######## multicycle_control_unit ########
[src/rtl/mips_pkg.sv]
// Shared encodings for the multicycle MIPS control path:
// FSM states, opcode/funct values, ULA and mux select codes.
package mips_pkg;

    localparam int unsigned OP_W    = 6;
    localparam int unsigned ULA_W   = 3;
    localparam int unsigned STATE_W = 4;

    typedef enum logic [STATE_W-1:0] {
        ST_FETCH  = 4'd0,
        ST_DECODE = 4'd1,
        ST_MEMADR = 4'd2,
        ST_MEMRD  = 4'd3,
        ST_MEMWB  = 4'd4,
        ST_MEMWR  = 4'd5,
        ST_RTYPE  = 4'd6,
        ST_ALUWB  = 4'd7,
        ST_BRANCH = 4'd8,
        ST_IEXEC  = 4'd9,
        ST_IWB    = 4'd10,
        ST_JUMP   = 4'd11
    } state_t;

    localparam logic [OP_W-1:0] OP_RTYPE = 6'b000000;
    localparam logic [OP_W-1:0] OP_J     = 6'b000010;
    localparam logic [OP_W-1:0] OP_BEQ   = 6'b000100;
    localparam logic [OP_W-1:0] OP_BNE   = 6'b000101;
    localparam logic [OP_W-1:0] OP_ADDI  = 6'b001000;
    localparam logic [OP_W-1:0] OP_SLTI  = 6'b001010;
    localparam logic [OP_W-1:0] OP_ANDI  = 6'b001100;
    localparam logic [OP_W-1:0] OP_ORI   = 6'b001101;
    localparam logic [OP_W-1:0] OP_LW    = 6'b100011;
    localparam logic [OP_W-1:0] OP_SW    = 6'b101011;

    localparam logic [OP_W-1:0] FN_ADD = 6'b100000;
    localparam logic [OP_W-1:0] FN_SUB = 6'b100010;
    localparam logic [OP_W-1:0] FN_AND = 6'b100100;
    localparam logic [OP_W-1:0] FN_OR  = 6'b100101;
    localparam logic [OP_W-1:0] FN_NOR = 6'b100111;
    localparam logic [OP_W-1:0] FN_SLT = 6'b101010;

    localparam logic [ULA_W-1:0] ULA_AND = 3'b000;
    localparam logic [ULA_W-1:0] ULA_OR  = 3'b001;
    localparam logic [ULA_W-1:0] ULA_ADD = 3'b010;
    localparam logic [ULA_W-1:0] ULA_NOR = 3'b011;
    localparam logic [ULA_W-1:0] ULA_SUB = 3'b110;
    localparam logic [ULA_W-1:0] ULA_SLT = 3'b111;

    localparam logic [1:0] SRCB_B      = 2'b00;
    localparam logic [1:0] SRCB_FOUR   = 2'b01;
    localparam logic [1:0] SRCB_IMM    = 2'b10;
    localparam logic [1:0] SRCB_IMM_SH = 2'b11;

    localparam logic [1:0] PCSRC_RESULT = 2'b00;
    localparam logic [1:0] PCSRC_ULAOUT = 2'b01;
    localparam logic [1:0] PCSRC_JUMP   = 2'b10;

    // Full datapath control word produced each cycle by the FSM
    typedef struct packed {
        logic             iord;
        logic             mem_write;
        logic             ir_write;
        logic             reg_dst;
        logic             mem_to_reg;
        logic             reg_write;
        logic             ula_src_a;
        logic [1:0]       ula_src_b;
        logic [ULA_W-1:0] ula_control;
        logic             zero_imm;
        logic [1:0]       pc_src;
        logic             pc_en;
        logic             illegal_op;
    } ctrl_t;

    localparam ctrl_t CTRL_IDLE = '0;

endpackage

[src/rtl/alu_decoder.sv]
// R-type funct to ULAControl map; valid is low for unsupported funct codes.
module alu_decoder
    import mips_pkg::*;
#(
    parameter int unsigned WIDTH = 6
) (
    input  logic [WIDTH-1:0] funct,
    output logic [ULA_W-1:0] ula_control,
    output logic             valid
);

    always_comb begin
        ula_control = ULA_ADD;
        valid       = 1'b1;
        case (OP_W'(funct))
            FN_ADD:  ula_control = ULA_ADD;
            FN_SUB:  ula_control = ULA_SUB;
            FN_AND:  ula_control = ULA_AND;
            FN_OR:   ula_control = ULA_OR;
            FN_NOR:  ula_control = ULA_NOR;
            FN_SLT:  ula_control = ULA_SLT;
            default: valid       = 1'b0;
        endcase
    end

endmodule

[src/rtl/multicycle_control_unit.sv]
// Multicycle MIPS control FSM: sequences fetch/decode/execute/writeback over
// 3-5 cycles with ready-handshaked memory accesses.
module multicycle_control_unit
    import mips_pkg::*;
#(
    parameter int unsigned WIDTH  = 6,
    parameter bit          EXT_EN = 1'b0
) (
    input  logic             clk,
    input  logic             rst,
    input  logic [WIDTH-1:0] OP,
    input  logic [WIDTH-1:0] Funct,
    input  logic             Zero,
    input  logic             mem_ready,
    output logic             IorD,
    output logic             MemWrite,
    output logic             IRWrite,
    output logic             RegDst,
    output logic             MemtoReg,
    output logic             RegWrite,
    output logic             ULASrcA,
    output logic [1:0]       ULASrcB,
    output logic [2:0]       ULAControl,
    output logic             ZeroImm,
    output logic [1:0]       PCSrc,
    output logic             PCEn,
    output logic             illegal_op,
    output logic [3:0]       state_o
);

    state_t           state;
    state_t           state_next;
    ctrl_t            ctrl;
    logic [OP_W-1:0]  op;
    logic [ULA_W-1:0] funct_ctl;
    logic             funct_ok;
    logic             is_mem;
    logic             is_branch;
    logic             is_bne;
    logic             is_iexec;

    assign op = OP_W'(OP);

    alu_decoder #(.WIDTH(WIDTH)) u_alu_decoder (
        .funct       (Funct),
        .ula_control (funct_ctl),
        .valid       (funct_ok)
    );

    // Opcode classes; extended opcodes only decode when EXT_EN is set
    assign is_mem    = (op == OP_LW) || (op == OP_SW);
    assign is_bne    = EXT_EN && (op == OP_BNE);
    assign is_branch = (op == OP_BEQ) || is_bne;
    assign is_iexec  = (op == OP_ADDI) ||
                       (EXT_EN && ((op == OP_ANDI) || (op == OP_ORI) || (op == OP_SLTI)));

    always_ff @(posedge clk or posedge rst) begin
        if (rst) begin
            state <= ST_FETCH;
        end else begin
            state <= state_next;
        end
    end

    always_comb begin
        state_next = state;
        ctrl       = CTRL_IDLE;
        case (state)
            ST_FETCH: begin
                ctrl.ula_src_b   = SRCB_FOUR;
                ctrl.ula_control = ULA_ADD;
                ctrl.pc_src      = PCSRC_RESULT;
                ctrl.ir_write    = mem_ready;
                ctrl.pc_en       = mem_ready;
                if (mem_ready) state_next = ST_DECODE;
            end
            ST_DECODE: begin
                ctrl.ula_src_b   = SRCB_IMM_SH;
                ctrl.ula_control = ULA_ADD;
                state_next       = ST_FETCH;
                if (is_mem)                            state_next = ST_MEMADR;
                else if ((op == OP_RTYPE) && funct_ok) state_next = ST_RTYPE;
                else if (is_branch)                    state_next = ST_BRANCH;
                else if (is_iexec)                     state_next = ST_IEXEC;
                else if (op == OP_J)                   state_next = ST_JUMP;
                else                                   ctrl.illegal_op = 1'b1;
            end
            ST_MEMADR: begin
                ctrl.ula_src_a   = 1'b1;
                ctrl.ula_src_b   = SRCB_IMM;
                ctrl.ula_control = ULA_ADD;
                state_next       = (op == OP_SW) ? ST_MEMWR : ST_MEMRD;
            end
            ST_MEMRD: begin
                ctrl.iord = 1'b1;
                if (mem_ready) state_next = ST_MEMWB;
            end
            ST_MEMWB: begin
                ctrl.reg_write  = 1'b1;
                ctrl.mem_to_reg = 1'b1;
                state_next      = ST_FETCH;
            end
            ST_MEMWR: begin
                ctrl.iord      = 1'b1;
                ctrl.mem_write = 1'b1;
                if (mem_ready) state_next = ST_FETCH;
            end
            ST_RTYPE: begin
                ctrl.ula_src_a   = 1'b1;
                ctrl.ula_src_b   = SRCB_B;
                ctrl.ula_control = funct_ctl;
                state_next       = ST_ALUWB;
            end
            ST_ALUWB: begin
                ctrl.reg_write = 1'b1;
                ctrl.reg_dst   = 1'b1;
                state_next     = ST_FETCH;
            end
            ST_BRANCH: begin
                ctrl.ula_src_a   = 1'b1;
                ctrl.ula_src_b   = SRCB_B;
                ctrl.ula_control = ULA_SUB;
                ctrl.pc_src      = PCSRC_ULAOUT;
                ctrl.pc_en       = is_bne ? ~Zero : Zero;
                state_next       = ST_FETCH;
            end
            ST_IEXEC: begin
                ctrl.ula_src_a   = 1'b1;
                ctrl.ula_src_b   = SRCB_IMM;
                ctrl.ula_control = ULA_ADD;
                if (EXT_EN) begin
                    case (op)
                        OP_ANDI: begin
                            ctrl.ula_control = ULA_AND;
                            ctrl.zero_imm    = 1'b1;
                        end
                        OP_ORI: begin
                            ctrl.ula_control = ULA_OR;
                            ctrl.zero_imm    = 1'b1;
                        end
                        OP_SLTI: ctrl.ula_control = ULA_SLT;
                        default: ctrl.ula_control = ULA_ADD;
                    endcase
                end
                state_next = ST_IWB;
            end
            ST_IWB: begin
                ctrl.reg_write = 1'b1;
                state_next     = ST_FETCH;
            end
            ST_JUMP: begin
                ctrl.pc_src = PCSRC_JUMP;
                ctrl.pc_en  = 1'b1;
                state_next  = ST_FETCH;
            end
            default: state_next = ST_FETCH;
        endcase
        // Reset forces a quiet datapath even though FETCH would otherwise strobe
        if (rst) ctrl = CTRL_IDLE;
    end

    assign IorD       = ctrl.iord;
    assign MemWrite   = ctrl.mem_write;
    assign IRWrite    = ctrl.ir_write;
    assign RegDst     = ctrl.reg_dst;
    assign MemtoReg   = ctrl.mem_to_reg;
    assign RegWrite   = ctrl.reg_write;
    assign ULASrcA    = ctrl.ula_src_a;
    assign ULASrcB    = ctrl.ula_src_b;
    assign ULAControl = ctrl.ula_control;
    assign ZeroImm    = ctrl.zero_imm;
    assign PCSrc      = ctrl.pc_src;
    assign PCEn       = ctrl.pc_en;
    assign illegal_op = ctrl.illegal_op;
    assign state_o    = 4'(state);

endmodule
[config.mk]
export PLATFORM = sky130hd
export DESIGN_NAME = multicycle_control_unit
export DESIGN_NICKNAME = d
export VERILOG_FILES = /design/src/rtl/mips_pkg.sv /design/src/rtl/alu_decoder.sv /design/src/rtl/multicycle_control_unit.sv
export SDC_FILE = /design/constraint.sdc
export NUM_CORES = 1
export LEC_CHECK = 0
export ABC_AREA = 1
export CAP_MARGIN = 25
export CORE_AREA = 2 2 44 46
export CTS_CLUSTER_SIZE = 30
export DETAILED_ROUTE_END_ITERATION = 8
export DIE_AREA = 0 0 46 48
export MAX_ROUTING_LAYER = met4
export PLACE_DENSITY = 0.8
export SETUP_SLACK_MARGIN = 0.3
export SYNTH_ARGS = -nofsm -noshare
export SYNTH_HDL_FRONTEND = slang
export SYNTH_SLANG_ARGS = --single-unit
[constraint.sdc]
create_clock -name clk -period 2.95 [get_ports clk]
set_input_delay 0.885 -clock clk [delete_from_list [all_inputs] [get_ports clk]]
set_output_delay 0.885 -clock clk [all_outputs]
set_load 0.02 [all_outputs]
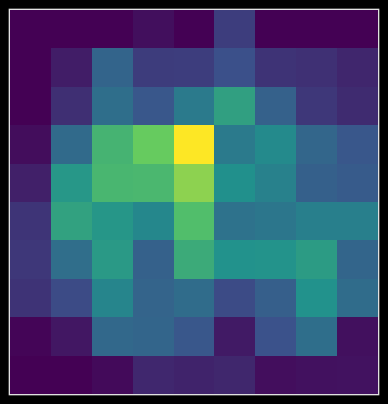
Fig. 1. Signal metal coverage by tile (multicycle_control_unit).
(8 px per um) 9 x 10 tiles, from dark purple (low) to yellow (high), scaled to the fullest tile. Values are wire area over tile area, all layers added.
tiles over half the peak	19%
mean over tiles	0.18
densest ninth of the die	center
nearly empty tiles	13%
fullest tile	0.63

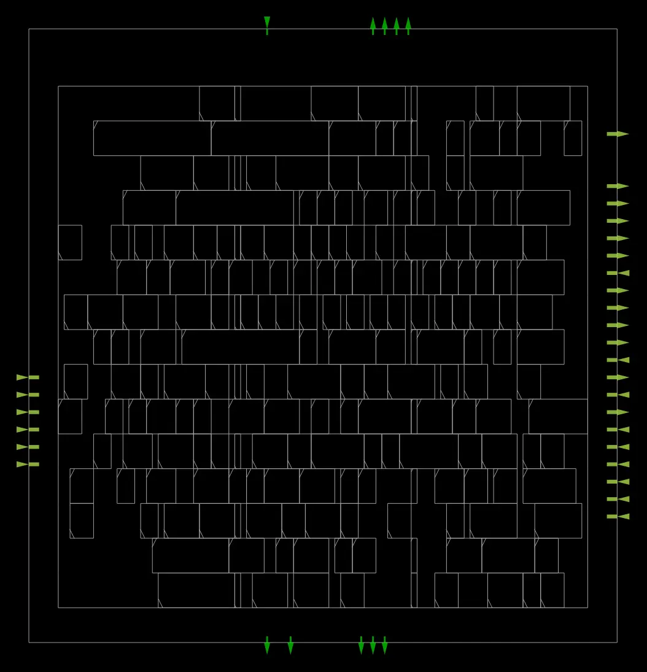
Fig. 2. Placement view (multicycle_control_unit).
Fill cells: 157
fraction of area in registers: 8.39%
Final Non-Filler Cells: 202
flop count: 4

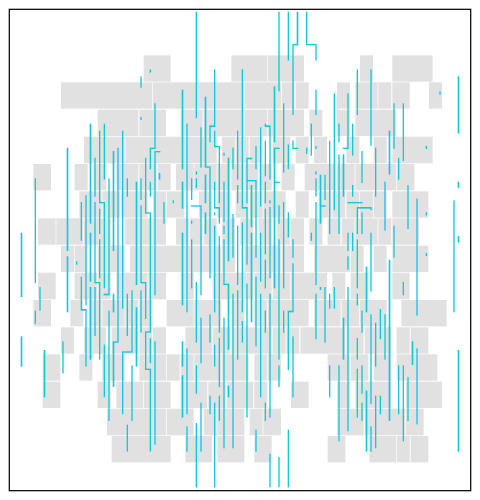
Fig. 3. Metal 2 (multicycle_control_unit).
(10 px per um)
wire length on this layer	1210 um
share of all routed wire	51%
main direction	vertical
nets with wire on the layer	172
longest straight run	19.4 um

==> CHANGELOG.md <==
### Implementation results

* Largest class: logic gates
* Yosys top cell by area: nand2_1
* Count of state elements after synthesis at 4
* Hold Startpoint: state_o[3]
* Yosys warning count at 0
* Hold Buf Count CTS at 0
* Final nets at between 200 and 250
* DP Cell Count at about 190
* First-pass GRT wire length at about 3700 um
* Clk tree area frac at 1.89%
* Xor/xnor cell area share of the yosys netlist at 0%
* Comb gate area at roughly 540 um2
* Most instantiated cells after synthesis: 37 x nand2_1, 23 x nor2_1, 22 x inv_1
* FFs w/ async S/R, synth at 100%
* Fraction of layout cells with a size suffix above 1 at a little under half
* Vias at between 1000 and 1500
* Outcome: finished, final reports clean
* Top cell by count, worst path: inv_1
* Post-synth EDFFs at 0
* Most numerous logic cells after layout: 34 x nand2_1, 23 x buf_4, 17 x buf_2
* CP Capture Point: illegal_op
* R2r startpoint: state_o[2]
* Leak at between 0.6 and 0.7 nW
[repair_timing]
| action | in CTS | in global routing |
|---|---|---|
| buffers inserted | 10 | 0 |
| pin swaps | 14 | 11 |
| setup endpoints to repair | 16 | 6 |
| resized | 129 | 13 |
[kinds of logic after synthesis]
| group | after synthesis |
|---|---|
| buffers and inverters | 29 |
| and+or+nand+nor | 80 |
| DFF | 4 |
| other | 1 |
| AOI/OAI and AO/OA | 15 |
[routing by layer]
metal | global-route usage, % | part of all wire [%] | vias up | wire length [um]
met1 | 24.9 | 37 | 449 | 882
li1 | - | - | 517 | -
met3 | 4.15 | 9.2 | 7 | 218
met5 | - | 0 | - | 0
met2 | 45.3 | 51 | 54 | 1210
met4 | 8.00 | 2.3 | 0 | 55
[report_power, final]
part	internal, mW	total, mW	switching, mW	leakage, nW
clock	0.0456	0.0698	0.0242	0.0138
sequential	0.0713	0.0958	0.0246	0.0531
combinational	0.161	0.434	0.273	0.620
[worst max-delay path, delay by kind of cell]
family / cells / cell delay (ns)
simple gates: 3 / 0.34
buf+inv: 4 / 0.37
compound gates: 1 / 0.16

######## mem_access_unit_flat ########
Fig. 4: mem_access_unit_flat, close-up of the layout
Region (18, 35) to (68, 85) um. Cells in gray, sequential cells in the stronger gray; small squares are vias.
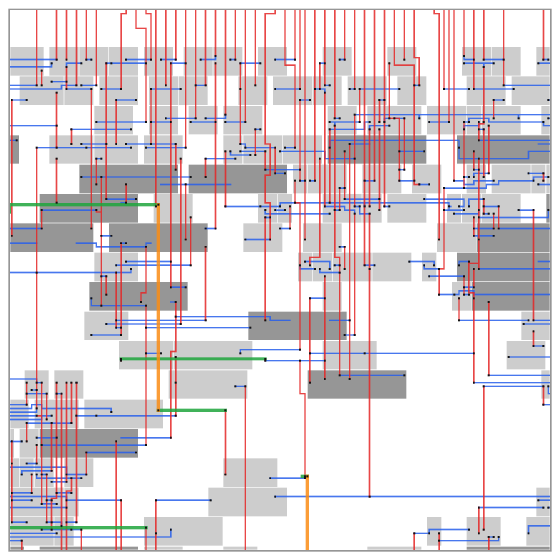
Fig. 5: mem_access_unit_flat, floorplan with the power grid
(6 px per um) Pins as bars on the die edge.
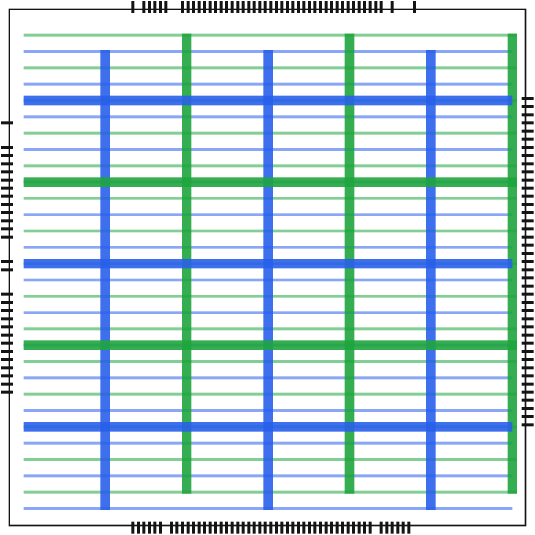
**config.mk**
```make
export PLATFORM = sky130hd
export DESIGN_NAME = mem_access_unit_flat
export DESIGN_NICKNAME = d
export VERILOG_FILES = /design/src/rtl/mem_if_pkg.sv /design/src/rtl/mem_access_unit_if.sv /design/src/rtl/mem_access_unit_mdr.sv /design/src/rtl/mem_access_unit.sv /design/src/flat_wrapper.sv
export SDC_FILE = /design/constraint.sdc
export NUM_CORES = 1
export LEC_CHECK = 0
export CORE_MARGIN = 2
export CORE_UTILIZATION = 36
export DETAILED_ROUTE_END_ITERATION = 10
export PLACE_DENSITY = 0.85
export SYNTH_ARGS = -nofsm -noshare
export SYNTH_HDL_FRONTEND = slang
export SYNTH_SLANG_ARGS = --single-unit
```
**constraint.sdc**
```tcl
create_clock -name clock -period 1.9 [get_ports clock]
set_clock_uncertainty 0.2 [all_clocks]
set_input_delay 0.38 -clock clock [delete_from_list [all_inputs] [get_ports clock]]
set_output_delay 0.38 -clock clock [all_outputs]
set_load 0.05 [all_outputs]
```
**src/rtl/mem_if_pkg.sv**
```systemverilog
// Shared definitions for the RAM access path: default widths, FSM state encoding, op encoding.
// Latency: n/a (types and constants only).
// Backpressure: n/a.
package mem_if_pkg;

  localparam int DEF_ADDR_WIDTH = 9;   // 512-word RAM
  localparam int DEF_DATA_WIDTH = 32;

  typedef enum logic [1:0] {
    IDLE    = 2'd0,
    ISSUE   = 2'd1,
    CAPTURE = 2'd2,
    DONE    = 2'd3
  } state_t;

  localparam logic OP_READ  = 1'b0;
  localparam logic OP_WRITE = 1'b1;

endpackage

```
**src/rtl/mem_access_unit_if.sv**
```systemverilog
// Bundles the control-unit request/response signals and the RAM port signals.
// Latency: n/a (wiring only).
// Backpressure: busy from the slave side; requests while busy are dropped, not queued.
//   slave  : the access unit (takes req/we/addr/wdata/mem_rdata, drives the rest)
//   master : control unit plus RAM model, mirror image of slave
interface mem_access_unit_if
  import mem_if_pkg::*;
#(
  parameter int ADDR_WIDTH = DEF_ADDR_WIDTH,
  parameter int DATA_WIDTH = DEF_DATA_WIDTH
);

  // control unit side
  logic                  req;
  logic                  we;
  logic [ADDR_WIDTH-1:0] addr;
  logic [DATA_WIDTH-1:0] wdata;
  logic                  busy;
  logic                  done;
  logic [DATA_WIDTH-1:0] rdata;
  logic [ADDR_WIDTH-1:0] mar_q;

  // RAM side
  logic                  mem_read;
  logic                  mem_write;
  logic [ADDR_WIDTH-1:0] mem_addr;
  logic [DATA_WIDTH-1:0] mem_wdata;
  logic [DATA_WIDTH-1:0] mem_rdata;

  modport slave (
    input  req, we, addr, wdata, mem_rdata,
    output busy, done, rdata, mar_q, mem_read, mem_write, mem_addr, mem_wdata
  );

  modport master (
    output req, we, addr, wdata, mem_rdata,
    input  busy, done, rdata, mar_q, mem_read, mem_write, mem_addr, mem_wdata
  );

endinterface

```
**src/rtl/mem_access_unit_mdr.sv**
```systemverilog
// Memory data register: loads write data on request accept or RAM read data in CAPTURE.
// Latency: one clock from load strobe to q.
// Backpressure: none; holds its value whenever neither load strobe is set.
//   ports: clock, clear (async active-low), load_wdata/wdata, load_rdata/mem_rdata, q
module mdr_reg
  import mem_if_pkg::*;
#(
  parameter int DATA_WIDTH = DEF_DATA_WIDTH
) (
  input  logic                  clock,
  input  logic                  clear,
  input  logic                  load_wdata,
  input  logic [DATA_WIDTH-1:0] wdata,
  input  logic                  load_rdata,
  input  logic [DATA_WIDTH-1:0] mem_rdata,
  output logic [DATA_WIDTH-1:0] q
);

  // The two loads are mutually exclusive by construction (IDLE vs CAPTURE),
  // the priority here only keeps the mux a simple chain.
  always_ff @(posedge clock or negedge clear) begin
    if (!clear)          q <= '0;
    else if (load_wdata) q <= wdata;
    else if (load_rdata) q <= mem_rdata;
  end

endmodule

```
**src/rtl/mem_access_unit.sv**
```systemverilog
// Initiator for the synchronous RAM: owns MAR/MDR and sequences single-word reads and writes.
// Latency: done in the cycle after accept+1 edges (write) or accept+2 edges (read).
// Backpressure: busy high outside IDLE; req is only sampled in IDLE, never queued.
//   ports: clock, clear (async active-low), bus (slave modport: control unit + RAM port)
module mem_access_unit
  import mem_if_pkg::*;
#(
  parameter int ADDR_WIDTH = DEF_ADDR_WIDTH,
  parameter int DATA_WIDTH = DEF_DATA_WIDTH
) (
  input  logic               clock,
  input  logic               clear,
  mem_access_unit_if.slave   bus
);

  state_t                state_q, state_d;
  logic                  op_q;
  logic [ADDR_WIDTH-1:0] mar;
  logic [DATA_WIDTH-1:0] mdr;
  logic                  accept;
  logic                  capture;

  always_ff @(posedge clock or negedge clear) begin
    if (!clear) state_q <= IDLE;
    else        state_q <= state_d;
  end

  // Strobes are pure decodes of state_q, so an asynchronous clear removes
  // them in the same cycle and an ISSUE interrupted before its edge writes nothing.
  always_comb begin
    state_d       = state_q;
    accept        = 1'b0;
    capture       = 1'b0;
    bus.busy      = 1'b1;
    bus.done      = 1'b0;
    bus.mem_read  = 1'b0;
    bus.mem_write = 1'b0;
    case (state_q)
      IDLE: begin
        bus.busy = 1'b0;
        if (bus.req) begin
          accept  = 1'b1;
          state_d = ISSUE;
        end
      end
      ISSUE: begin
        bus.mem_write = (op_q == OP_WRITE);
        bus.mem_read  = (op_q == OP_READ);
        state_d       = (op_q == OP_WRITE) ? DONE : CAPTURE;
      end
      CAPTURE: begin
        // RAM registered its read data on the ISSUE edge; grab it now.
        capture = 1'b1;
        state_d = DONE;
      end
      DONE: begin
        bus.done = 1'b1;
        state_d  = IDLE;
      end
      default: state_d = IDLE;
    endcase
  end

  always_ff @(posedge clock or negedge clear) begin
    if (!clear) begin
      mar  <= '0;
      op_q <= OP_READ;
    end else if (accept) begin
      mar  <= bus.addr;
      op_q <= bus.we;
    end
  end

  // On a read accept the MDR keeps its old value until CAPTURE.
  mdr_reg #(.DATA_WIDTH(DATA_WIDTH)) u_mdr (
    .clock      (clock),
    .clear      (clear),
    .load_wdata (accept && (bus.we == OP_WRITE)),
    .wdata      (bus.wdata),
    .load_rdata (capture),
    .mem_rdata  (bus.mem_rdata),
    .q          (mdr)
  );

  assign bus.rdata     = mdr;
  assign bus.mem_wdata = mdr;
  assign bus.mem_addr  = mar;
  assign bus.mar_q     = mar;

endmodule

```
**src/flat_wrapper.sv**
```systemverilog
// flat-port wrapper written by rule: the top's interface ports become plain ports
module mem_access_unit_flat import mem_if_pkg::*;
#(
  parameter int ADDR_WIDTH = DEF_ADDR_WIDTH,
  parameter int DATA_WIDTH = DEF_DATA_WIDTH
)
  (clock, clear, bus_req, bus_we, bus_addr, bus_wdata, bus_mem_rdata, bus_busy, bus_done, bus_rdata, bus_mar_q, bus_mem_read, bus_mem_write, bus_mem_addr, bus_mem_wdata);
  mem_access_unit_if #(.ADDR_WIDTH(ADDR_WIDTH), .DATA_WIDTH(DATA_WIDTH)) bus_i ();
  input  logic clock;
  input  logic clear;
  input wire logic [$bits(bus_i.req)-1:0] bus_req;
  input wire logic [$bits(bus_i.we)-1:0] bus_we;
  input wire logic [$bits(bus_i.addr)-1:0] bus_addr;
  input wire logic [$bits(bus_i.wdata)-1:0] bus_wdata;
  input wire logic [$bits(bus_i.mem_rdata)-1:0] bus_mem_rdata;
  output wire logic [$bits(bus_i.busy)-1:0] bus_busy;
  output wire logic [$bits(bus_i.done)-1:0] bus_done;
  output wire logic [$bits(bus_i.rdata)-1:0] bus_rdata;
  output wire logic [$bits(bus_i.mar_q)-1:0] bus_mar_q;
  output wire logic [$bits(bus_i.mem_read)-1:0] bus_mem_read;
  output wire logic [$bits(bus_i.mem_write)-1:0] bus_mem_write;
  output wire logic [$bits(bus_i.mem_addr)-1:0] bus_mem_addr;
  output wire logic [$bits(bus_i.mem_wdata)-1:0] bus_mem_wdata;
  assign bus_i.req = bus_req;
  assign bus_i.we = bus_we;
  assign bus_i.addr = bus_addr;
  assign bus_i.wdata = bus_wdata;
  assign bus_i.mem_rdata = bus_mem_rdata;
  assign bus_busy = bus_i.busy;
  assign bus_done = bus_i.done;
  assign bus_rdata = bus_i.rdata;
  assign bus_mar_q = bus_i.mar_q;
  assign bus_mem_read = bus_i.mem_read;
  assign bus_mem_write = bus_i.mem_write;
  assign bus_mem_addr = bus_i.mem_addr;
  assign bus_mem_wdata = bus_i.mem_wdata;
  mem_access_unit #(.ADDR_WIDTH(ADDR_WIDTH), .DATA_WIDTH(DATA_WIDTH)) u_core (.clock(clock), .clear(clear), .bus(bus_i));
endmodule
```
==> CHANGELOG.md <==
### Implementation results

* Final Hold Vio Count at 0
* Buffering overhead at a little over two fifths
* R2r startpoint: u_core.state_q[0]
* Row count at 29
* Hold Buf Count CTS at 1
* Largest net degree at the start of global routing at 25
* # DRC at 11
* GRT Util Overall at 16.0%
* Outcome: finished with violations
* Failing checks: DRC
* Clock Sinks at roughly 44
* CTS Buffer Depth at 2
* DRT Pass-1 Iters at 8
* Via/cell ratio at roughly 4.6
* Hold Path Class: input port to asynchronous set/reset pin
* Overflow left after global routing at 0
* Pre-Place Util at between 30% and 40%
* Largest class: non-clock buffers
* Global placer's final weighted congestion at approximately 0.71
* DP Worst Slack at approximately 0.10 ns
## Picture notes: Fig. 4
layer	color
metal 3	green
metal 4	orange
metal 2	red
metal 1	blue
netlist names of flops here include	`u_core.u_mdr.q` (8), `u_core.bus.mar_q` (5)
sequential cells in the window	14
most frequent	clkdlybuf4s50_1 (22), buf_4 (22), dfrtp_1 (14)
cells with their middle in the window	109

## Picture notes: Fig. 5
net	color
VDD	green
VSS	blue
signal pins	163
rows	29
Die Ht: 85.8 um
Die W: 85.8 um
Core Region: 0.00642 mm2

metal layers:
metal  share of wire (%)  track usage [%]
met3                 7.5             4.04
met2                  55             30.3
met1                  37             17.9
met5                   0                0
met4                0.68             3.46
placed cells by master, fill, tap and decap left out, drive strengths merged, types with 3 or more instances in the layout:
| cell type | count |
|---|---|
| mux2i | 32 |
| dfrtp | 44 |
| mux2 | 9 |
| inv | 3 |
| ha | 5 |
| o21ai | 34 |
| buf | 95 |
| nand2 | 34 |
| clkdlybuf4s50 | 75 |
| clkbuf | 6 |
sequential cells by signal, summed over array words and instances, names as in the netlist:
signal            flops
u_core.bus.mar_q      9
u_core.op_q           1
u_core.u_mdr.q       32
u_core.state_q        2
cells by family after synthesis:
family | after synthesis | synth area share (%)
AND-OR/OR-AND | 36 | 8.78
adder cells (fa/ha/maj) | 5 | 2.60
buffers and inverters | 55 | 18.5
flip-flops | 44 | 45.7
multiplexers | 41 | 17.5
AND/OR/NAND/NOR | 39 | 6.91


==> notes/layouts.md <==
Pictures saved along the way, in no particular order.

Cells by drive strength.
panel A
(3 px per um)
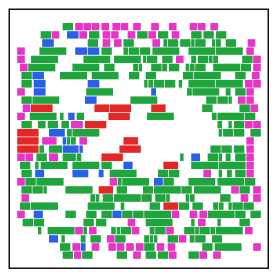
panel B
(6 px per um)
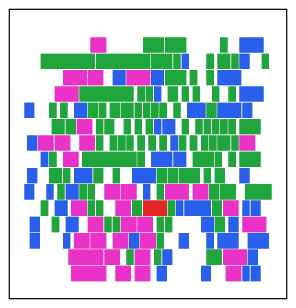
- largest die: panel A
- most cells: panel A
- panel B = multicycle_control_unit
- panel A = mem_access_unit_flat

No activity file was given, so power comes from the tool's default toggle rates.
